# ---- design 1 ----
Fig. 1: design 1, track usage over the die
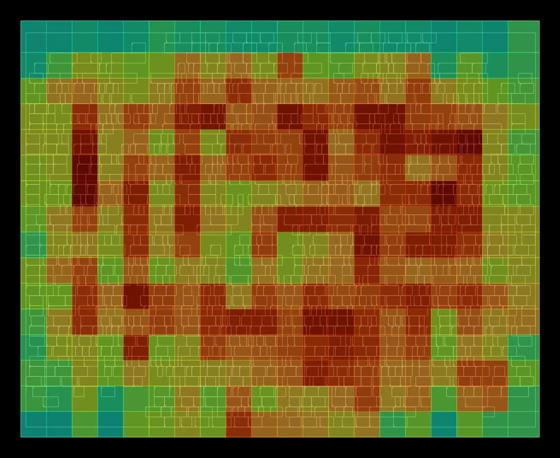

## config.mk

```make
export PLATFORM = sky130hd
export DESIGN_NAME = pc_gen
export DESIGN_NICKNAME = d
export VERILOG_FILES = /design/src/rtl/pc_gen.sv
export SDC_FILE = /design/constraint.sdc
export NUM_CORES = 1
export LEC_CHECK = 0
export CORE_ASPECT_RATIO = 0.8
export CORE_MARGIN = 1
export CORE_UTILIZATION = 44
export CTS_CLUSTER_SIZE = 16
export DETAILED_ROUTE_END_ITERATION = 16
export GPL_ROUTABILITY_DRIVEN = 0
export PLACE_DENSITY = 0.81
export SLEW_MARGIN = 20
export SYNTH_ARGS = -nofsm -noshare
export SYNTH_HDL_FRONTEND = slang
export SYNTH_SLANG_ARGS = --single-unit
```

## constraint.sdc

```tcl
create_clock -name clk -period 3.65 [get_ports clk]
set_clock_uncertainty 0.1 [all_clocks]
set_input_delay 0.5475 -clock clk [delete_from_list [all_inputs] [get_ports clk]]
set_output_delay 0.5475 -clock clk [all_outputs]
set_load 0.01 [all_outputs]
```

## src/rtl/pc_gen.sv

```systemverilog
// Fetch-PC generator: sequential increment, D-stage branch/jump/jr redirect,
// exception entry/return, and a one-deep latch for redirects resolved under stall.
module pc_gen #(
    parameter int unsigned      WIDTH    = 32,
    parameter logic [WIDTH-1:0] RESET_PC = WIDTH'(32'h0000_3000),
    parameter logic [WIDTH-1:0] EXC_PC   = WIDTH'(32'h0000_4180)
) (
    input  logic             clk,
    input  logic             reset,
    input  logic             stall,
    input  logic [WIDTH-1:0] pc_d,
    input  logic [25:0]      imm26,
    input  logic [WIDTH-1:0] rs_val,
    input  logic             zero,
    input  logic             more,
    input  logic             less,
    input  logic [2:0]       br_type,
    input  logic             is_j,
    input  logic             is_jr,
    input  logic             exc_req,
    input  logic             eret,
    input  logic [WIDTH-1:0] epc,
    output logic [WIDTH-1:0] pc,
    output logic [WIDTH-1:0] pc_plus4,
    output logic             taken,
    output logic             pending,
    output logic             adel_if
);

    logic [WIDTH-1:0] fetch_pc_q, fetch_pc_d;
    logic [WIDTH-1:0] pend_tgt_q, pend_tgt_d;
    logic             pending_q, pending_d;

    logic             br_cond;
    logic [WIDTH-1:0] seq_d;
    logic [WIDTH-1:0] br_off;
    logic [WIDTH-1:0] br_tgt;
    logic [WIDTH-1:0] j_tgt;
    logic [WIDTH-1:0] redir_tgt;

    always_comb begin
        br_cond = 1'b0;
        case (br_type)
            3'd1:    br_cond = zero;
            3'd2:    br_cond = ~zero;
            3'd3:    br_cond = more;
            3'd4:    br_cond = ~more;
            3'd5:    br_cond = ~less;
            3'd6:    br_cond = less;
            default: br_cond = 1'b0;
        endcase
    end

    always_comb begin
        seq_d     = pc_d + WIDTH'(32'd4);
        br_off    = {{(WIDTH-18){imm26[15]}}, imm26[15:0], 2'b00};
        br_tgt    = seq_d + br_off;
        j_tgt     = {seq_d[WIDTH-1:28], imm26, 2'b00};
        taken     = is_jr | is_j | br_cond;
        redir_tgt = is_jr ? rs_val : (is_j ? j_tgt : br_tgt);
    end

    // Exception entry/return bypass stall and drop any latched redirect.
    always_comb begin
        fetch_pc_d = fetch_pc_q;
        pending_d  = pending_q;
        pend_tgt_d = pend_tgt_q;
        if (exc_req) begin
            fetch_pc_d = EXC_PC;
            pending_d  = 1'b0;
        end else if (eret) begin
            fetch_pc_d = epc;
            pending_d  = 1'b0;
        end else if (stall) begin
            if (taken) begin
                pending_d  = 1'b1;
                pend_tgt_d = redir_tgt;
            end
        end else if (pending_q) begin
            fetch_pc_d = pend_tgt_q;
            pending_d  = 1'b0;
        end else if (taken) begin
            fetch_pc_d = redir_tgt;
        end else begin
            fetch_pc_d = pc_plus4;
        end
    end

    always_ff @(posedge clk) begin
        if (reset) begin
            fetch_pc_q <= RESET_PC;
            pending_q  <= 1'b0;
            pend_tgt_q <= '0;
        end else begin
            fetch_pc_q <= fetch_pc_d;
            pending_q  <= pending_d;
            pend_tgt_q <= pend_tgt_d;
        end
    end

    assign pc       = fetch_pc_q;
    assign pc_plus4 = fetch_pc_q + WIDTH'(32'd4);
    assign pending  = pending_q;
    assign adel_if  = (fetch_pc_q[1:0] != 2'b00);

endmodule

```

# ---- design 2 ----
## config.mk

```make
export PLATFORM = sky130hd
export DESIGN_NAME = traffic_gen
export DESIGN_NICKNAME = d
export VERILOG_FILES = /design/src/rtl/traffic_gen.sv
export SDC_FILE = /design/constraint.sdc
export NUM_CORES = 1
export LEC_CHECK = 0
export ABC_AREA = 1
export CAP_MARGIN = 10
export CORE_MARGIN = 2
export CORE_UTILIZATION = 50
export DETAILED_ROUTE_END_ITERATION = 10
export GPL_TIMING_DRIVEN = 0
export HOLD_SLACK_MARGIN = 0.12
export PLACE_DENSITY_LB_ADDON = 0.12
export SETUP_SLACK_MARGIN = 0.05
export SYNTH_ARGS = -nofsm -noshare
export SYNTH_HDL_FRONTEND = slang
export SYNTH_SLANG_ARGS = --single-unit
```

## constraint.sdc

```tcl
create_clock -name clk -period 4 [get_ports clk]
set_input_delay 0.6 -clock clk [delete_from_list [all_inputs] [get_ports clk]]
set_output_delay 0.6 -clock clk [all_outputs]
set_load 0.005 [all_outputs]
```

## src/rtl/traffic_gen.sv

```systemverilog
// traffic_gen: stimulus sequencer for the N-channel FIFO switch.
// Programs the switch thresholds, pulses init, pushes burst_len class-tagged
// words into every input channel (honouring almost_full), waits drain_wait
// cycles, then pops every output until empty or until POP_TIMEOUT expires.
// Ports:
//   clk, reset          clock, synchronous active-high reset
//   start               run request, sampled in IDLE only
//   mode                payload mode: 0 fixed, 1 LFSR, 2 incrementing, 3 as 0
//   burst_len           words per channel
//   drain_wait          idle cycles between PUSH and POP (0 treated as 1)
//   limit_*_cfg         threshold values latched during INIT
//   almost_full         per-input backpressure from the switch
//   empty_out           per-output empty flags from the switch
//   data_in/push/pop    switch data and handshake, channel ch at [ch*DW +: DW]
//   init, limit_*       switch init pulse and thresholds
//   busy, done, err     status: running, end-of-run pulse, pop timeout
//   push_count          saturating count of accepted pushes in this run
module traffic_gen #(
  parameter int unsigned NCH         = 4,
  parameter int unsigned DW          = 10,
  parameter int unsigned CLASS_W     = 2,
  parameter int unsigned CNT_W       = 5,
  parameter int unsigned LIM_W       = 3,
  parameter int unsigned POP_TIMEOUT = 255
) (
  input  logic                 clk,
  input  logic                 reset,
  input  logic                 start,
  input  logic [1:0]           mode,
  input  logic [CNT_W-1:0]     burst_len,
  input  logic [7:0]           drain_wait,
  input  logic [LIM_W-1:0]     limit_low_cfg,
  input  logic [LIM_W-1:0]     limit_high_cfg,
  input  logic [NCH-1:0]       almost_full,
  input  logic [NCH-1:0]       empty_out,
  output logic [NCH*DW-1:0]    data_in,
  output logic [NCH-1:0]       push,
  output logic [NCH-1:0]       pop,
  output logic                 init,
  output logic [LIM_W-1:0]     limit_low,
  output logic [LIM_W-1:0]     limit_high,
  output logic                 busy,
  output logic                 done,
  output logic                 err,
  output logic [15:0]          push_count
);

  localparam int unsigned PW   = DW - CLASS_W;
  localparam int unsigned TO_W = $clog2(POP_TIMEOUT + 1);
  localparam logic [15:0] LFSR_SEED = 16'hACE1;

  typedef enum logic [2:0] {
    S_IDLE, S_INIT, S_PUSH, S_WAIT, S_POP, S_DONE
  } state_t;

  state_t                state_q, state_d;
  logic [CNT_W-1:0]      cnt_q [NCH];
  logic [CNT_W-1:0]      cnt_d [NCH];
  logic [15:0]           lfsr_q, lfsr_d;
  logic [7:0]            wait_q, wait_d;
  logic [TO_W-1:0]       tmo_q, tmo_d;
  logic [NCH*DW-1:0]     data_q, data_d;
  logic [NCH-1:0]        push_q, push_d, pop_q, pop_d;
  logic                  init_q, init_d, busy_q, busy_d;
  logic                  done_q, done_d, err_q, err_d;
  logic [LIM_W-1:0]      lim_lo_q, lim_lo_d, lim_hi_q, lim_hi_d;
  logic [15:0]           pcnt_q, pcnt_d;

  logic [16:0]           psum;
  logic                  all_done;
  logic [PW-1:0]         pay;
  logic [CLASS_W-1:0]    cls;
  logic [7:0]            wait_lim;

  function automatic logic [15:0] lfsr_step(input logic [15:0] v);
    lfsr_step = v[0] ? ((v >> 1) ^ 16'hB400) : (v >> 1);
  endfunction

  always_comb begin
    state_d  = state_q;
    cnt_d    = cnt_q;
    lfsr_d   = lfsr_q;
    wait_d   = wait_q;
    tmo_d    = tmo_q;
    data_d   = data_q;
    push_d   = '0;
    pop_d    = '0;
    err_d    = err_q;
    lim_lo_d = lim_lo_q;
    lim_hi_d = lim_hi_q;
    pcnt_d   = pcnt_q;
    psum     = {1'b0, pcnt_q};
    all_done = 1'b1;
    pay      = '0;
    cls      = '0;
    wait_lim = (drain_wait == 8'd0) ? 8'd1 : drain_wait;

    case (state_q)
      S_IDLE: begin
        if (start) begin
          state_d = S_INIT;
          err_d   = 1'b0;
        end
      end
      S_INIT: begin
        lim_lo_d = limit_low_cfg;
        lim_hi_d = limit_high_cfg;
        for (int unsigned ch = 0; ch < NCH; ch++) cnt_d[ch] = '0;
        pcnt_d   = '0;
        err_d    = 1'b0;
        lfsr_d   = LFSR_SEED;
        wait_d   = '0;
        state_d  = (burst_len == '0) ? S_WAIT : S_PUSH;
      end
      S_PUSH: begin
        lfsr_d = lfsr_step(lfsr_q);
        for (int unsigned ch = 0; ch < NCH; ch++)
          if (cnt_q[ch] < burst_len) all_done = 1'b0;
        // Completion is judged on the counters entering this edge, so a push
        // accepted on this edge is always followed by one more PUSH cycle.
        if (all_done) begin
          state_d = S_WAIT;
        end else begin
          for (int unsigned ch = 0; ch < NCH; ch++) begin
            if (cnt_q[ch] < burst_len && !almost_full[ch]) begin
              case (mode)
                2'd1:    pay = lfsr_q[PW-1:0] ^ PW'(ch);
                2'd2:    pay = PW'(cnt_q[ch]);
                default: pay = PW'(~(16'(ch) * 16'h0011));
              endcase
              cls                 = cnt_q[ch][CLASS_W-1:0];
              push_d[ch]          = 1'b1;
              data_d[ch*DW +: DW] = {cls, pay};
              cnt_d[ch]           = cnt_q[ch] + CNT_W'(1);
              psum                = psum + 17'd1;
            end
          end
          pcnt_d = psum[16] ? 16'hFFFF : psum[15:0];
        end
      end
      S_WAIT: begin
        wait_d = wait_q + 8'd1;
        // pop is launched on the exit edge so the visible push/pop-free gap
        // equals the programmed wait length.
        if (({1'b0, wait_q} + 9'd1) >= {1'b0, wait_lim}) begin
          state_d = S_POP;
          tmo_d   = '0;
          pop_d   = ~empty_out;
        end
      end
      S_POP: begin
        tmo_d = tmo_q + TO_W'(1);
        if (&empty_out) begin
          state_d = S_DONE;
        end else if (tmo_q == TO_W'(POP_TIMEOUT - 1)) begin
          err_d   = 1'b1;
          state_d = S_DONE;
        end else begin
          pop_d = ~empty_out;
        end
      end
      S_DONE: state_d = S_IDLE;
      default: state_d = S_IDLE;
    endcase

    init_d = (state_d == S_INIT);
    done_d = (state_d == S_DONE);
    busy_d = (state_d != S_IDLE);
  end

  always_ff @(posedge clk) begin
    if (reset) begin
      state_q  <= S_IDLE;
      cnt_q    <= '{default: '0};
      lfsr_q   <= LFSR_SEED;
      wait_q   <= '0;
      tmo_q    <= '0;
      data_q   <= '0;
      push_q   <= '0;
      pop_q    <= '0;
      init_q   <= 1'b0;
      busy_q   <= 1'b0;
      done_q   <= 1'b0;
      err_q    <= 1'b0;
      lim_lo_q <= '0;
      lim_hi_q <= '0;
      pcnt_q   <= '0;
    end else begin
      state_q  <= state_d;
      cnt_q    <= cnt_d;
      lfsr_q   <= lfsr_d;
      wait_q   <= wait_d;
      tmo_q    <= tmo_d;
      data_q   <= data_d;
      push_q   <= push_d;
      pop_q    <= pop_d;
      init_q   <= init_d;
      busy_q   <= busy_d;
      done_q   <= done_d;
      err_q    <= err_d;
      lim_lo_q <= lim_lo_d;
      lim_hi_q <= lim_hi_d;
      pcnt_q   <= pcnt_d;
    end
  end

  assign data_in    = data_q;
  assign push       = push_q;
  assign pop        = pop_q;
  assign init       = init_q;
  assign limit_low  = lim_lo_q;
  assign limit_high = lim_hi_q;
  assign busy       = busy_q;
  assign done       = done_q;
  assign err        = err_q;
  assign push_count = pcnt_q;

endmodule

```

# ---- design 3 ----
<file path="src/rtl/mem_stage_pkg.sv">
// -----------------------------------------------------------------------------
// mem_stage_pkg
// Shared types and helpers for the memory access stage:
//   - funct3_e    : load/store size and signedness encoding
//   - mem_state_e : stage FSM states
//   - LANES       : byte lanes per data-cache doubleword
//   - align_mask  : low address bits that must be zero for a natural access
//   - lane_strobe : unshifted byte-enable pattern for an access size
// -----------------------------------------------------------------------------
package mem_stage_pkg;

    localparam int LANES = 8;

    typedef enum logic [2:0] {
        F3_B  = 3'b000,
        F3_H  = 3'b001,
        F3_W  = 3'b010,
        F3_D  = 3'b011,
        F3_BU = 3'b100,
        F3_HU = 3'b101,
        F3_WU = 3'b110
    } funct3_e;

    typedef enum logic [1:0] {
        ST_IDLE,
        ST_REQ,
        ST_WAIT_RESP,
        ST_DONE
    } mem_state_e;

    // Size lives in funct3[1:0]; the sign bit funct3[2] does not affect alignment.
    function automatic logic [2:0] align_mask(input logic [2:0] funct3);
        case (funct3[1:0])
            2'b00:   return 3'b000;
            2'b01:   return 3'b001;
            2'b10:   return 3'b011;
            default: return 3'b111;
        endcase
    endfunction

    function automatic logic [LANES-1:0] lane_strobe(input logic [2:0] funct3);
        case (funct3[1:0])
            2'b00:   return 8'h01;
            2'b01:   return 8'h03;
            2'b10:   return 8'h0F;
            default: return 8'hFF;
        endcase
    endfunction

endpackage

</file>
<file path="src/rtl/load_aligner.sv">
// -----------------------------------------------------------------------------
// load_aligner
// Combinational extraction of a load result from an aligned doubleword.
// Ports:
//   i_rdata  [63:0] doubleword returned by the data cache
//   i_off    [2:0]  byte offset of the access inside the doubleword
//   i_funct3 [2:0]  size/sign selector (funct3_e)
//   o_result [63:0] selected bytes, sign- or zero-extended to 64 bits
// -----------------------------------------------------------------------------
module load_aligner
    import mem_stage_pkg::*;
(
    input  logic [63:0] i_rdata,
    input  logic [2:0]  i_off,
    input  logic [2:0]  i_funct3,
    output logic [63:0] o_result
);

    logic [63:0] w_shifted;

    // Bring the addressed byte down to lane 0; upper lanes are then trimmed.
    assign w_shifted = i_rdata >> {i_off, 3'b000};

    always_comb begin
        o_result = w_shifted;
        case (i_funct3)
            F3_B:    o_result = {{56{w_shifted[7]}},  w_shifted[7:0]};
            F3_H:    o_result = {{48{w_shifted[15]}}, w_shifted[15:0]};
            F3_W:    o_result = {{32{w_shifted[31]}}, w_shifted[31:0]};
            F3_BU:   o_result = {56'd0, w_shifted[7:0]};
            F3_HU:   o_result = {48'd0, w_shifted[15:0]};
            F3_WU:   o_result = {32'd0, w_shifted[31:0]};
            default: o_result = w_shifted;
        endcase
    end

endmodule

</file>
<file path="src/rtl/memory_access_stage.sv">
// -----------------------------------------------------------------------------
// memory_access_stage
// Pipeline stage after execute. Performs RV64 loads/stores against the data
// cache over a valid/ready request and a response strobe, and passes
// non-memory results straight to writeback one cycle later.
//
// Ports:
//   clk, reset (async, active-low)
//   memory_enable                 start strobe, honoured only when idle
//   alu_data_in / store_data_in   effective address or result / store data
//   mem_read, mem_write           load / store (both high -> load)
//   mem_funct3                    size/sign (funct3_e)
//   rd_in, reg_write_in           destination register info
//   dcache_req_valid/ready        request handshake
//   dcache_addr, dcache_we        byte address and write enable
//   dcache_wdata, dcache_wstrb    lane-shifted store data and byte enables
//   dcache_resp_valid/rdata       load response (aligned doubleword)
//   wb_data_out, wb_rd_out,
//   wb_reg_write_out              writeback payload, valid with memory_done
//   memory_done                   one-cycle completion pulse
//   mem_busy                      high whenever the FSM is not idle
//   misaligned_fault              valid with memory_done
//
// Build option: MEM_MISALIGN_TRAP_EN
//   defined   - misaligned accesses complete immediately with a fault and
//               never reach the cache
//   undefined - the address is forced down to natural alignment and the
//               access proceeds; misaligned_fault stays 0
// -----------------------------------------------------------------------------
module memory_access_stage
    import mem_stage_pkg::*;
#(
    parameter int ADDR_W = 64,
    parameter int DATA_W = 64
) (
    input  logic              clk,
    input  logic              reset,
    input  logic              memory_enable,
    input  logic [DATA_W-1:0] alu_data_in,
    input  logic [DATA_W-1:0] store_data_in,
    input  logic              mem_read,
    input  logic              mem_write,
    input  logic [2:0]        mem_funct3,
    input  logic [4:0]        rd_in,
    input  logic              reg_write_in,
    output logic              dcache_req_valid,
    input  logic              dcache_req_ready,
    output logic [ADDR_W-1:0] dcache_addr,
    output logic              dcache_we,
    output logic [DATA_W-1:0] dcache_wdata,
    output logic [LANES-1:0]  dcache_wstrb,
    input  logic              dcache_resp_valid,
    input  logic [DATA_W-1:0] dcache_rdata,
    output logic [DATA_W-1:0] wb_data_out,
    output logic [4:0]        wb_rd_out,
    output logic              wb_reg_write_out,
    output logic              memory_done,
    output logic              mem_busy,
    output logic              misaligned_fault
);

    mem_state_e r_state;
    mem_state_e w_state_next;

    logic [ADDR_W-1:0] r_addr;
    logic [DATA_W-1:0] r_wdata;
    logic [LANES-1:0]  r_wstrb;
    logic              r_is_load;
    logic [2:0]        r_funct3;
    logic [DATA_W-1:0] r_wb_data;
    logic [4:0]        r_wb_rd;
    logic              r_wb_reg_write;

    logic              w_capture;
    logic              w_resp_take;
    logic              w_mem_op;
    logic              w_is_load;
    logic              w_is_store;
    logic [2:0]        w_mask;
    logic              w_misaligned;
    logic [ADDR_W-1:0] w_addr;
    logic [2:0]        w_off;
    logic [DATA_W-1:0] w_load_result;

    assign w_capture   = (r_state == ST_IDLE) && memory_enable;
    assign w_resp_take = (r_state == ST_WAIT_RESP) && dcache_resp_valid;

    // Both strobes high is treated as a load.
    assign w_mem_op   = mem_read | mem_write;
    assign w_is_load  = mem_read;
    assign w_is_store = mem_write & ~mem_read;
    assign w_mask     = align_mask(mem_funct3);

`ifdef MEM_MISALIGN_TRAP_EN
    logic r_fault;

    assign w_misaligned = w_mem_op && ((alu_data_in[2:0] & w_mask) != 3'b000);
    assign w_addr       = alu_data_in[ADDR_W-1:0];
`else
    assign w_misaligned = 1'b0;
    // Drop the sub-size address bits so the access is always natural.
    assign w_addr       = {alu_data_in[ADDR_W-1:3], alu_data_in[2:0] & ~w_mask};
`endif

    assign w_off = w_addr[2:0];

    // -------------------------------------------------------------------------
    // FSM
    // -------------------------------------------------------------------------
    always_ff @(posedge clk or negedge reset) begin
        // NOTE: clocked state uses non-blocking assignments so every register
        // samples pre-edge values regardless of process ordering.
        if (!reset) begin
            r_state <= ST_IDLE;
        end else begin
            r_state <= w_state_next;
        end
    end

    always_comb begin
        // NOTE: each signal written here gets a default first, so no branch
        // leaves it unassigned and no latch is inferred.
        w_state_next     = r_state;
        dcache_req_valid = 1'b0;
        memory_done      = 1'b0;
        mem_busy         = (r_state != ST_IDLE);
        case (r_state)
            ST_IDLE: begin
                if (memory_enable) begin
                    if (!w_mem_op || w_misaligned) begin
                        w_state_next = ST_DONE;
                    end else begin
                        w_state_next = ST_REQ;
                    end
                end
            end
            ST_REQ: begin
                dcache_req_valid = 1'b1;
                if (dcache_req_ready) begin
                    w_state_next = r_is_load ? ST_WAIT_RESP : ST_DONE;
                end
            end
            ST_WAIT_RESP: begin
                if (dcache_resp_valid) begin
                    w_state_next = ST_DONE;
                end
            end
            ST_DONE: begin
                memory_done  = 1'b1;
                w_state_next = ST_IDLE;
            end
            default: begin
                w_state_next = ST_IDLE;
            end
        endcase
    end

    // -------------------------------------------------------------------------
    // Datapath: everything is captured at start and held, so the cache sees a
    // stable request for as long as ready stays low.
    // -------------------------------------------------------------------------
    always_ff @(posedge clk or negedge reset) begin
        if (!reset) begin
            r_addr         <= '0;
            r_wdata        <= '0;
            r_wstrb        <= '0;
            r_is_load      <= 1'b0;
            r_funct3       <= 3'b000;
            r_wb_data      <= '0;
            r_wb_rd        <= 5'd0;
            r_wb_reg_write <= 1'b0;
        end else if (w_capture) begin
            r_addr         <= w_addr;
            r_wdata        <= store_data_in << {w_off, 3'b000};
            r_wstrb        <= lane_strobe(mem_funct3) << w_off;
            r_is_load      <= w_is_load;
            r_funct3       <= mem_funct3;
            r_wb_data      <= alu_data_in;
            r_wb_rd        <= rd_in;
            r_wb_reg_write <= reg_write_in && !w_is_store && !w_misaligned;
        end else if (w_resp_take) begin
            r_wb_data      <= w_load_result;
        end
    end

`ifdef MEM_MISALIGN_TRAP_EN
    always_ff @(posedge clk or negedge reset) begin
        if (!reset) begin
            r_fault <= 1'b0;
        end else if (w_capture) begin
            r_fault <= w_misaligned;
        end
    end

    assign misaligned_fault = memory_done & r_fault;
`else
    assign misaligned_fault = 1'b0;
`endif

    load_aligner u_load_aligner (
        .i_rdata  (dcache_rdata),
        .i_off    (r_addr[2:0]),
        .i_funct3 (r_funct3),
        .o_result (w_load_result)
    );

    // Request fields are driven only while the request is live.
    assign dcache_addr  = dcache_req_valid ? r_addr : '0;
    assign dcache_we    = dcache_req_valid & ~r_is_load;
    assign dcache_wdata = dcache_req_valid ? r_wdata : '0;
    assign dcache_wstrb = dcache_req_valid ? r_wstrb : '0;

    assign wb_data_out      = r_wb_data;
    assign wb_rd_out        = r_wb_rd;
    assign wb_reg_write_out = r_wb_reg_write;

endmodule

</file>
<file path="config.mk">
export PLATFORM = sky130hd
export DESIGN_NAME = memory_access_stage
export DESIGN_NICKNAME = d
export VERILOG_FILES = /design/src/rtl/mem_stage_pkg.sv /design/src/rtl/load_aligner.sv /design/src/rtl/memory_access_stage.sv
export SDC_FILE = /design/constraint.sdc
export NUM_CORES = 1
export LEC_CHECK = 0
export ABC_AREA = 1
export CAP_MARGIN = 20
export CORE_UTILIZATION = 50
export CTS_CLUSTER_DIAMETER = 40
export DETAILED_ROUTE_END_ITERATION = 10
export GPL_TIMING_DRIVEN = 0
export PLACE_DENSITY_LB_ADDON = 0.05
export SYNTH_ARGS = -nofsm -noshare
export SYNTH_HDL_FRONTEND = slang
export SYNTH_SLANG_ARGS = --single-unit
</file>
<file path="constraint.sdc">
create_clock -name clk -period 3 [get_ports clk]
set_input_delay 0.45 -clock clk [delete_from_list [all_inputs] [get_ports clk]]
set_output_delay 0.45 -clock clk [all_outputs]
set_load 0.05 [all_outputs]
</file>
# ---- design 4 ----
--- src/rtl/tour_pkg.sv ---
// Shared constants and types for the tour command sequencer.
package tour_pkg;

    // Response byte that RemoteComm returns for a successful command
    localparam logic [7:0]  POS_ACK     = 8'hA5;

    // Knight command encodings {opcode[15:12], heading[11:4], squares[3:0]}
    localparam logic [15:0] CAL_GYRO    = 16'h2000;
    localparam logic [3:0]  OP_MOVE     = 4'h4;
    localparam logic [3:0]  OP_MOVE_FAN = 4'h5;

    typedef enum logic [2:0] {
        S_IDLE     = 3'd0,
        S_ISSUE    = 3'd1,
        S_WAIT_SNT = 3'd2,
        S_WAIT_ACK = 3'd3,
        S_ERR      = 3'd4
    } seq_state_t;

    typedef enum logic [1:0] {
        ERR_NONE    = 2'd0,
        ERR_NAK     = 2'd1,
        ERR_TIMEOUT = 2'd2
    } err_code_t;

endpackage

--- src/rtl/cmd_fifo.sv ---
// Command FIFO: synchronous push/pop, simultaneous push+pop legal even when
// full, pushes while full (without a pop) are dropped, flush empties it.
module cmd_fifo #(
    parameter int DEPTH  = 8,
    parameter int DATA_W = 16
) (
    input  logic                     clk,
    input  logic                     rst_n,
    input  logic                     push,
    input  logic [DATA_W-1:0]        wr_data,
    input  logic                     pop,
    input  logic                     flush,
    output logic [DATA_W-1:0]        rd_data,
    output logic                     full,
    output logic                     empty,
    output logic [$clog2(DEPTH):0]   count
);

    localparam int AW = $clog2(DEPTH);

    logic [DATA_W-1:0] mem [DEPTH];
    logic [AW-1:0]     wr_ptr;
    logic [AW-1:0]     rd_ptr;
    logic              do_push;
    logic              do_pop;

    assign full    = (count == (AW+1)'(DEPTH));
    assign empty   = (count == '0);
    assign do_pop  = pop && !empty;
    assign do_push = push && (!full || do_pop);
    assign rd_data = mem[rd_ptr];

    // Pointer and occupancy bookkeeping; flush takes precedence over traffic
    always_ff @(posedge clk or negedge rst_n) begin
        if (!rst_n) begin
            wr_ptr <= '0;
            rd_ptr <= '0;
            count  <= '0;
        end else if (flush) begin
            wr_ptr <= '0;
            rd_ptr <= '0;
            count  <= '0;
        end else begin
            if (do_push) wr_ptr <= wr_ptr + AW'(1);
            if (do_pop)  rd_ptr <= rd_ptr + AW'(1);
            case ({do_push, do_pop})
                2'b10:   count <= count + (AW+1)'(1);
                2'b01:   count <= count - (AW+1)'(1);
                default: count <= count;
            endcase
        end
    end

    // Storage array: data only, no reset needed
    always_ff @(posedge clk) begin
        if (do_push && !flush) mem[wr_ptr] <= wr_data;
    end

endmodule

--- src/rtl/tour_cmd_sequencer.sv ---
// Plays queued Knight commands into RemoteComm one at a time, waiting for
// transmission and a positive ack before issuing the next one.
module tour_cmd_sequencer #(
    parameter int         DEPTH       = 8,
    parameter int         ACK_TIMEOUT = 50_000_000,
    parameter logic [7:0] POS_ACK     = tour_pkg::POS_ACK
) (
    input  logic                    clk,
    input  logic                    rst_n,
    input  logic                    wr_cmd,
    input  logic [15:0]             wr_data,
    output logic                    full,
    output logic [$clog2(DEPTH):0]  count,
    input  logic                    start,
    input  logic                    abort,
    output logic [15:0]             cmd,
    output logic                    snd_cmd,
    input  logic                    cmd_snt,
    input  logic                    resp_rdy,
    input  logic [7:0]              resp,
    output logic                    busy,
    output logic                    done,
    output logic                    err,
    output logic [1:0]              err_code,
    output logic [7:0]              n_done
);

    import tour_pkg::*;

    localparam int TO_W = $clog2(ACK_TIMEOUT);
    localparam logic [TO_W-1:0] TO_LAST = TO_W'(ACK_TIMEOUT - 1);

    seq_state_t      state_q;
    seq_state_t      state_d;
    logic [15:0]     fifo_head;
    logic            fifo_empty;
    logic            pop;
    logic            flush;
    logic            snd_d;
    logic            done_d;
    logic            clr_run;
    logic            set_err;
    logic [1:0]      code_d;
    logic            ack_ok;
    logic [TO_W-1:0] to_cnt_q;

    cmd_fifo #(
        .DEPTH  (DEPTH),
        .DATA_W (16)
    ) u_fifo (
        .clk     (clk),
        .rst_n   (rst_n),
        .push    (wr_cmd),
        .wr_data (wr_data),
        .pop     (pop),
        .flush   (flush),
        .rd_data (fifo_head),
        .full    (full),
        .empty   (fifo_empty),
        .count   (count)
    );

    assign busy = (state_q == S_ISSUE) || (state_q == S_WAIT_SNT) ||
                  (state_q == S_WAIT_ACK);

    // State register
    always_ff @(posedge clk or negedge rst_n) begin
        if (!rst_n) state_q <= S_IDLE;
        else        state_q <= state_d;
    end

    // Next-state and strobes; popping happens on the edge that enters ISSUE
    // so cmd and snd_cmd are both registered and valid during ISSUE
    always_comb begin
        state_d = state_q;
        pop     = 1'b0;
        flush   = 1'b0;
        snd_d   = 1'b0;
        done_d  = 1'b0;
        clr_run = 1'b0;
        set_err = 1'b0;
        code_d  = ERR_NONE;
        ack_ok  = 1'b0;
        if (abort) begin
            state_d = S_IDLE;
            flush   = 1'b1;
        end else begin
            case (state_q)
                S_IDLE, S_ERR: begin
                    if (start) begin
                        clr_run = 1'b1;
                        if (!fifo_empty) begin
                            state_d = S_ISSUE;
                            pop     = 1'b1;
                            snd_d   = 1'b1;
                        end else begin
                            state_d = S_IDLE;
                            done_d  = 1'b1;
                        end
                    end
                end
                S_ISSUE: state_d = S_WAIT_SNT;
                S_WAIT_SNT: begin
                    if (cmd_snt) state_d = S_WAIT_ACK;
                end
                S_WAIT_ACK: begin
                    if (resp_rdy) begin
                        if (resp == POS_ACK) begin
                            ack_ok = 1'b1;
                            if (!fifo_empty) begin
                                state_d = S_ISSUE;
                                pop     = 1'b1;
                                snd_d   = 1'b1;
                            end else begin
                                state_d = S_IDLE;
                                done_d  = 1'b1;
                            end
                        end else begin
                            state_d = S_ERR;
                            set_err = 1'b1;
                            code_d  = ERR_NAK;
                        end
                    end else if (to_cnt_q == TO_LAST) begin
                        state_d = S_ERR;
                        set_err = 1'b1;
                        code_d  = ERR_TIMEOUT;
                    end
                end
                default: state_d = S_IDLE;
            endcase
        end
    end

    // Ack timeout counter: held at zero outside WAIT_ACK, saturates at the limit
    always_ff @(posedge clk or negedge rst_n) begin
        if (!rst_n)                     to_cnt_q <= '0;
        else if (state_q != S_WAIT_ACK) to_cnt_q <= '0;
        else if (to_cnt_q != TO_LAST)   to_cnt_q <= to_cnt_q + TO_W'(1);
    end

    // Registered outputs: command word, strobes, error status and ack tally
    always_ff @(posedge clk or negedge rst_n) begin
        if (!rst_n) begin
            cmd      <= '0;
            snd_cmd  <= 1'b0;
            done     <= 1'b0;
            err      <= 1'b0;
            err_code <= ERR_NONE;
            n_done   <= '0;
        end else begin
            snd_cmd <= snd_d;
            done    <= done_d;
            if (pop) cmd <= fifo_head;
            if (abort || clr_run) begin
                err      <= 1'b0;
                err_code <= ERR_NONE;
            end else if (set_err) begin
                err      <= 1'b1;
                err_code <= code_d;
            end
            if (clr_run)                     n_done <= '0;
            else if (ack_ok && n_done != 8'hFF) n_done <= n_done + 8'd1;
        end
    end

endmodule

--- config.mk ---
export PLATFORM = sky130hd
export DESIGN_NAME = tour_cmd_sequencer
export DESIGN_NICKNAME = d
export VERILOG_FILES = /design/src/rtl/tour_pkg.sv /design/src/rtl/cmd_fifo.sv /design/src/rtl/tour_cmd_sequencer.sv
export SDC_FILE = /design/constraint.sdc
export NUM_CORES = 1
export LEC_CHECK = 0
export CORE_ASPECT_RATIO = 0.8
export CORE_MARGIN = 2
export CORE_UTILIZATION = 40
export DETAILED_ROUTE_END_ITERATION = 8
export HOLD_SLACK_MARGIN = 0.05
export PLACE_DENSITY_LB_ADDON = 0.05
export RECOVER_POWER = 50
export SYNTH_ARGS = -nofsm -noshare
export SYNTH_HDL_FRONTEND = slang
export SYNTH_HIERARCHICAL = 1
export SYNTH_SLANG_ARGS = --single-unit
--- constraint.sdc ---
create_clock -name clk -period 5.4 [get_ports clk]
set_input_delay 1.08 -clock clk [delete_from_list [all_inputs] [get_ports clk]]
set_output_delay 1.08 -clock clk [all_outputs]
set_load 0.03 [all_outputs]
Fig. 2: design 1, met3 routing
Scale bar: 50 µm. Cells faint in the background.
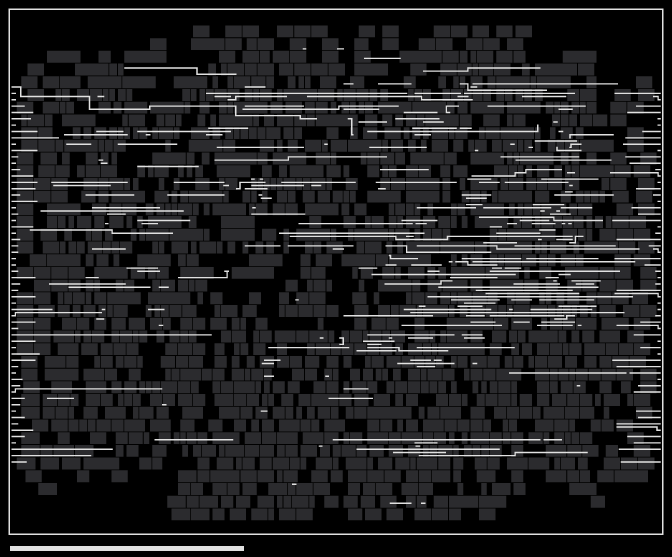
main direction: horizontal
nets with wire on the layer: 269
wire length on this layer: 2,890 µm
detailed-route via count: 8,803
met3 Resource Use GR: 8.362%
total wirelength of the detailed-routed design: 26,830 µm

About Fig. 1:
global routing usage on met2: 53.43%
GRT Max-Usage Layer: met2
fraction of the core area covered by cells at the end of the flow: 71.36%

==> qor_table.md, design 1 <==
| Result | Reported |
|:---|:---|
| Hold buffer count at cts | 0 |
| Maximum fanout along the worst path | 3 |
| Leakage component of the power | 4.250 nW |
| Area of the core region | 0.01454 mm² |
| Endpoint kind of the worst setup timing path | flip-flop |
| Hold Crit Start | pend_tgt_q[13] |
| Count of H-tree levels built during CTS | 3 |
| Crit path launch | pc_d[11] |
| Slew Viols, Final | 0 |
| Number of buffers added on ports | 201 |
| Outcome | finished clean |
| Min-Delay Endpoint | pend_tgt_q[13] |
| Cell type with the highest occurrence count on the critical path | a2111oi_4 |
| Async S/R FF share, synth | 0% |
| Required time of the critical path | 3.81 ns |
design 1: per-layer routing:
layer / routed length, µm / vias to the layer above / GRT usage, %
li1: - / 4095 / -
met1: 11150 / 4071 / 43.01
met4: 832 / 0 / 12.37
met5: 0 / - / 0
met3: 2885 / 74 / 8.362
met2: 11960 / 563 / 53.43
design 1: registers in the layout (all words and copies together) (netlist names), named ones only:
signal and count:
pc 30, pend_tgt_q 32, pending 1
design 1: layout by cell type, fill, tap and decap left out, drive strengths merged, types with 15 or more instances in the layout:
cell / Yosys / final
nand2: 122 / 122
xnor2: 50 / 50
and3: 24 / 24
inv: 25 / 25
clkdlybuf4s50: 0 / 181
ha: 32 / 32
nand4: 15 / 15
nand3: 35 / 35
o211ai: 21 / 21
buf: 15 / 175
xor2: 26 / 26
dfxtp: 65 / 65
nor3: 28 / 28
nor2: 97 / 97
o21ai: 71 / 71
a21oi: 85 / 85
design 1: logic make-up after synthesis:
logic type                 Yosys count  synth area share, %
AOI/OAI and AO/OA                  310                30.73
xor gates and xnor gates            76                10.11
DFF                                 65                19.55
adders and majority gates           33                6.315
muxes                                9                1.372
buffers and inverters               80                5.995
and+or+nand+nor                    365                25.94
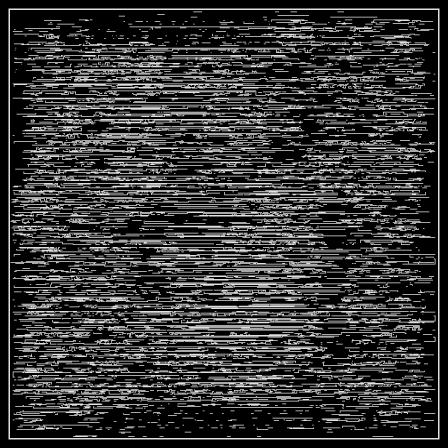
Fig. 3. Metal 1 (design 3).
main direction: horizontal
wire length on this layer: 22.7 mm
longest straight run: 91.1 µm
nets with wire on the layer: 2,382
share of all routed wire: 36%
detailed-route via count: 16,656
Global Route met1 Usage: 56.45%
total wirelength of the detailed-routed design: 63,640 µm

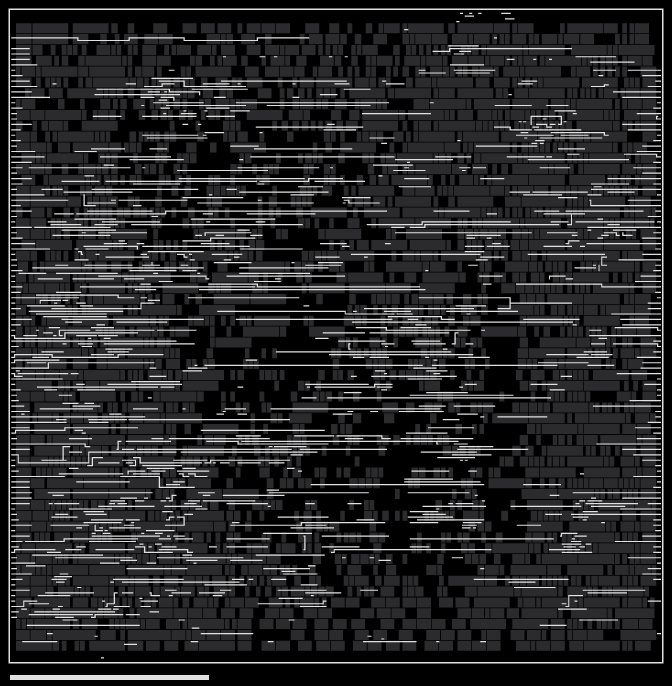
Fig. 4. Met3 routing (design 3).
Scale bar: 50 µm. Cells faint in the background.
nets with wire on the layer: 675
share of all routed wire: 12%
main direction: horizontal
longest straight run: 56.6 µm
wire length on this layer: 7,440 µm
met3 Resource Use GR: 10.58%

==> qor_table.md, design 3 <==
| Result | Reported |
|:---|:---|
| Group drawing the most power | combinational logic |
| Async S/R FF share, synth | 100.0% |
| Share of cell area taken by muxes after synthesis | 0.3923% |
| Per-instance average area after synthesis | 6.634 µm² |
| Internal power | 0.01059 W |
| Yosys Warn Count | 0 |
| Layout cell share with drive strength beyond 1 | 12.43% |
| Setup-failing EPs final | 2 |
| Clock root buffer | clkbuf_16 |
| Count of warning messages emitted by the tools | 35 |
| PnR worst setup slack | -0.08947 ns |
| Clock Sink Count | 212 |
| Largest net degree at the start of global routing | 109 |
| End point of the critical path | r_addr[20] |
| Number of I/O pins | 419 |
| Largest cells by area after synthesis | dfrtp_1, nand2_1, inv_1, o21ai_0, nand3_1 |
| Seq share, synth | 40.57% |
| Final weighted congestion of routability-driven global placement | 1.062 |
| Routed met1 length | 22,710 µm |
| Number of placement rows | 58 |
| Buffer count from post-CTS setup fixing | 0 |
| Arithmetic-cell share of the synthesized area counting full adders, half adders and majority gates | 0.4784% |
| Violations in the final reports | negative setup slack |
| Flops & latches, synth | 212 |
| Detail-routed net length per standard cell | 22.93 µm |
| Endpoint kind of the worst setup timing path | flip-flop |
| Min-Delay Endpoint | wb_rd_out[0] |
| Worst-Skew Late Latency | 0.57 ns |
| Count of H-tree levels built during CTS | 1 |
| Die Span Y | 163.7 µm |
| Met3 wire length | 7443 µm |
| Routed vias/inst | 6.002 |
| Area of the core region | 0.02540 mm² |
| Top comb family, area | simple AND/OR/NAND/NOR gates |
| Worst-path cell with the longest stage delay | clkbuf_1 |
| Met2 routed WL | 28,720 µm |
| Outcome | finished, violations left |
| Maximum fanout along the worst path | 10 |
| Largest clock skew in the final design | 0.01906 ns |
| Number of antenna repair diodes | 0 |
| GRT Max-Usage Layer | met2 |
| CP Launch Type | flip-flop |
| First-pass GRT wire length | 94,250 µm |
| Delay of the slowest critical-path stage | 0.73 ns |
-- design 3: cell type report --
type	instances	area (µm²)
timing repair buffer	419	4159
buffer	137	673.1
fill	1853	6650
clock inverter	19	254.0
sequential	212	5305
inverter	235	882.1
tap	330	412.9
clock buffer	37	807.0
multi-input combinational	1386	6256
-- design 3: worst reg2reg max path, stage by stage (launching register included) --
cell and delay (ns):
dfrtp_1 0.48, inv_1 0.15, ha_1 0.28, nand2_2 0.30, clkbuf_1 0.73, clkbuf_1 0.67
o21ai_0 0.30
-- design 3: what timing repair did --
item	in CTS	in global routing
endpoints found under the hold margin	44	0
setup endpoints to repair	136	70
hold buffers	1	0
gates resized	515	10
-- design 3: stage by stage --
step	setup slack [ns]	total power (W)	util, %	cells	hold WS (ns)
detailed placement	-1.295	0.01902	69.67	2719	0.4651
CTS	0.0009523	0.02285	73.80	2776	0.4196
global route	0.01541	0.02430	73.82	2775	0.4218
global placement	-7.221	0.01868	69.54	2718	0.4621
floorplan	0.3018	0.01393	-	1971	0.1544
finish	-0.08947	0.02342	73.82	2775	0.4206
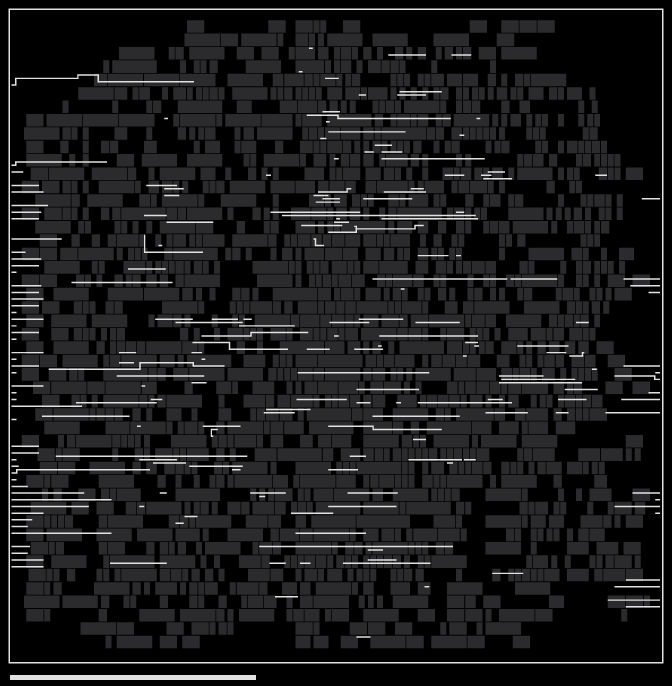
Fig. 5. Met3 routing (design 2).
Scale bar: 50 µm. Cells faint in the background.
share of all routed wire: 6.0%
main direction: horizontal
total wirelength of the detailed-routed design: 25,650 µm
met3 Resource Use GR: 4.215%
detailed-route via count: 8,801

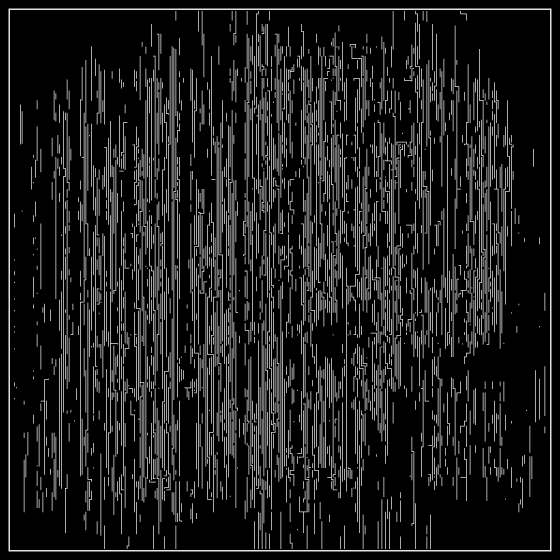
Fig. 6. The metal 2 layer (design 2).
nets with wire on the layer: 1,209
main direction: vertical
global routing usage on met2: 48.10%

==> qor_table.md, design 2 <==
| Result | Reported |
|:---|:---|
| Clock Sink Count | 129 |
| Seq share, synth | 31.25% |
| Min-Delay Endpoint | lfsr_q[15] |
| Share of cell area taken by muxes after synthesis | 0% |
| GRT Util Overall | 28.38% |
| Power consumption | 0.003512 W |
| Half-perimeter wire length of the detailed placement result | 18,260 µm |
| Clock tree buffer depth | 2 |
| Count of warning messages emitted by the tools | 28 |
| Final antenna-violating net count | 0 |
| Switching fraction of total power | 28.86% |
| Group drawing the most power | clock |
| Post-synth tally of flip-flops with integrated enable | 0 |
| Number of buffers created by CTS | 17 |
| Hold WC Path Type | reg2reg |
| Outcome | finished clean |
| Crit Path Category | in2reg |
| Leakage component of the power | 4.811 nW |
| Endpoint kind of the worst setup timing path | flip-flop |
| Setup-failing EPs final | 0 |
-- design 2: cell usage in the layout (no fill, tap or decap), types with 6 or more instances in the layout --
master	n
nor2_2	7
o21ai_2	7
clkbuf_1	19
xor2_1	26
clkdlybuf4s50_1	101
nand3_2	6
dfxtp_1	128
nand3_1	84
nand2_4	17
a21oi_1	49
o21ai_1	7
nor3_1	17
nand2_1	295
nand4_1	26
nor2_1	142
o22ai_1	11
clkbuf_16	17
o21ai_0	60
a31oi_1	11
inv_1	141
nor2_4	13
a41oi_1	6
buf_4	43
ha_4	7
nand2_2	42
inv_2	16
ha_1	30
-- design 2: per-stage QoR --
| stage | worst slack (ns) | cells | util, % |
|---|---|---|---|
| 5_1_grt | -0.03747 | 1642 | 66.26 |
| 4_1_cts | 0.1003 | 1627 | 64.11 |
| 2_1_floorplan | 0.1104 | 1240 | - |
| 3_3_place_gp | -0.8872 | 1565 | 58.66 |
| 3_5_place_dp | -0.9561 | 1565 | 58.66 |
| 6_report | 0.1252 | 1642 | 66.26 |
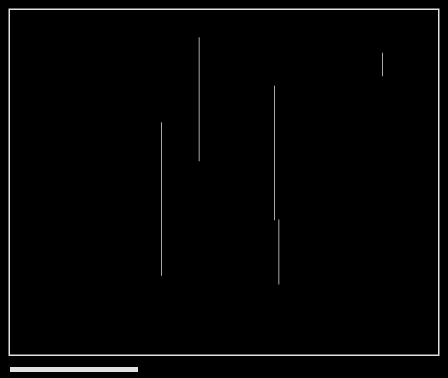
Fig. 7. Metal 4 (design 4).
Scale bar: 50 µm.
wire length on this layer: 195 µm
nets with wire on the layer: 3
detailed-route via count: 5,118
total wirelength of the detailed-routed design: 17,870 µm

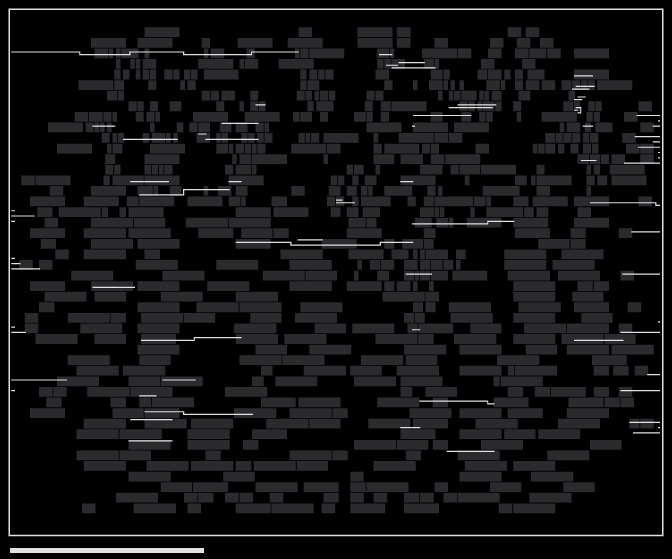
Fig. 8. Met3 routing (design 4).
Scale bar: 50 µm. Cells faint in the background.
wire length on this layer: 629 µm
longest straight run: 23.0 µm
main direction: horizontal
met3 Resource Use GR: 3.605%

==> qor_table.md, design 4 <==
| Result | Reported |
|:---|:---|
| CP cell instances | dlygate4sd3_1 > and4b_1 > nand4_1 > a21oi_2 > o41ai_4 > nor2_2 > ha_1 > a21o_1 > a2111oi_0 > o21bai_1 > a31oi_1 |
| Power consumed by sequential cells | 0.00174 W |
| Switching fraction of total power | 26.82% |
| Outcome | finished clean |
| Comb. pwr | 0.000505 W |
| Internal power | 0.002524 W |
| Slew Viols, Final | 0 |
| Post-synthesis share of cell area spent on xor and xnor gates | 0.9200% |
| Final net count | 675 |
| Non-clock buffer area fraction after layout | 7.377% |
| Delay of the slowest critical-path stage | 0.68 ns |
| Sequential share of cell area | 54.88% |
| CP Launch Type | primary input |
| Inserted tap cell count | 269 |
| Pre-Repair DR Iteration Count | 5 |
| Hold WC Path Type | reg2reg |
| Required time of the critical path | 5.75 ns |
| Area of the core region | 0.02088 mm² |
| Minimum clock period after layout | 4.425 ns |
| Top comb family, area | multiplexers |
| Number of buffers added on ports | 65 |
| Net switching power | 0.0009250 W |
| Flops & latches, synth | 196 |
| Cell type contributing the most total cell area after synthesis | edfxtp_1 |
| Number of antenna repair diodes | 0 |
| Logic Gate Count | 337 |
-- design 4: flip-flops by register name, summed over array words and instances (netlist names), 2 cells and up --
signal / count
u_fifo/mem: 128
state_q: 3
u_fifo/count: 4
cmd: 16
u_fifo/wr_ptr: 3
to_cnt_q: 26
n_done: 8
err_code: 2
u_fifo/rd_ptr: 3
-- design 4: path summary, 6_finish.rpt --
check / start / end / slack (ns) / depth (start not counted)
worst max-delay path: resp_rdy / u_fifo/count[3] / 0.98 / 11
worst min-delay path: cmd[0] / cmd[0] / 0.51 / 1
worst max register to register: state_q[2] / u_fifo/count[3] / 1.79 / 10
worst min register to register: cmd[0] / cmd[0] / 0.51 / 1
max in group asynchronous: rst_n / u_fifo/rd_ptr[0] / 3.93 / 1
min in group asynchronous: rst_n / cmd[2] / 0.79 / 1
-- design 4: through the flow --
step	setup WS (ns)	util, %	hold slack [ns]	power, W	std cells
6_report	0.9754	48.42	0.5112	0.003449	919
5_1_grt	0.6436	48.42	0.5352	0.003599	919
4_1_cts	1.075	48.45	0.5151	0.003498	919
3_5_place_dp	0.6021	45.73	0.4983	0.002286	887
3_3_place_gp	0.7285	45.73	0.4914	0.002278	887
2_1_floorplan	0.7172	-	0.4705	0.002053	565


==> gallery <==
Metal 4.
Scale bar: 50 µm.
Plate I
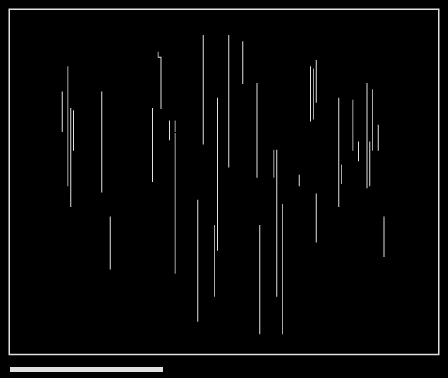
Plate II
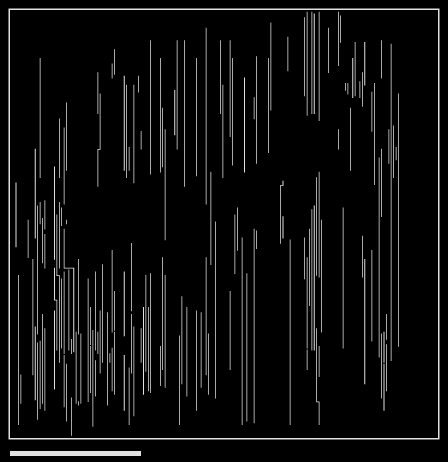
Plate III
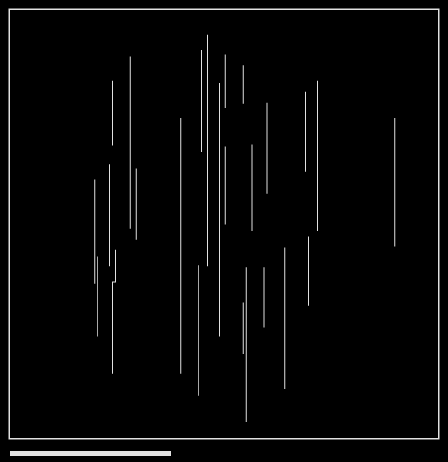
Of these, largest die: Plate II
| picture | from |
|---|---|
| Plate III | design 2 |
| Plate I | design 1 |
| Plate II | design 3 |


==> gallery <==
Track usage over the die.
image #1
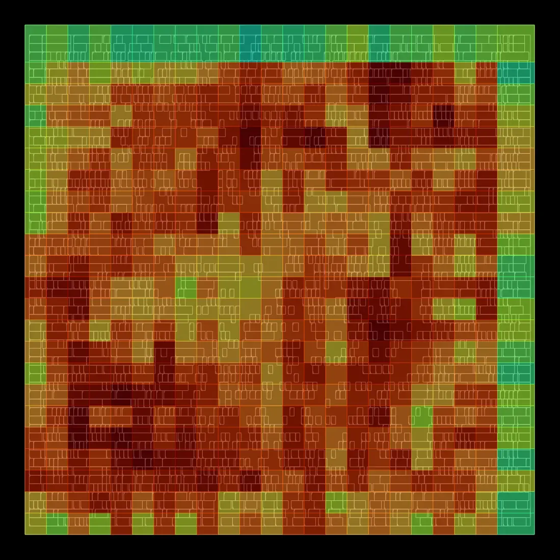
image #2
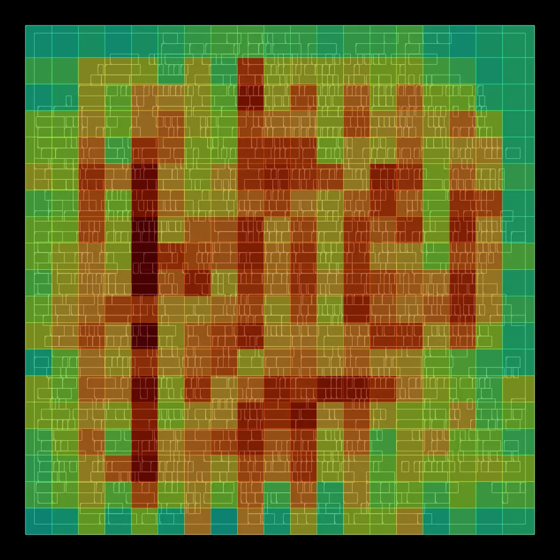
image #3
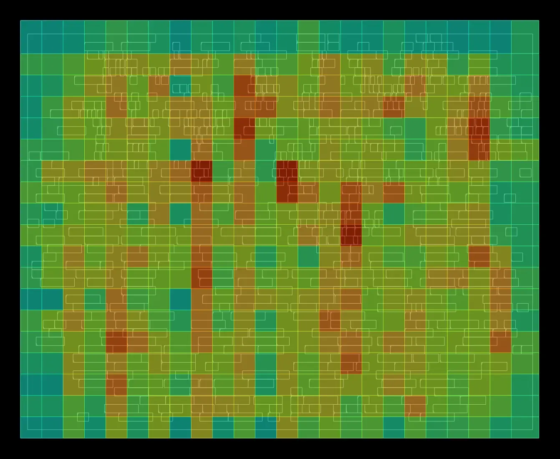
- image #1 = design 3
- image #2 = design 2
- image #3 = design 4
The one with the lowest track usage is image #3.

Power figures rest on the tool's default switching activity, not on a simulated workload.
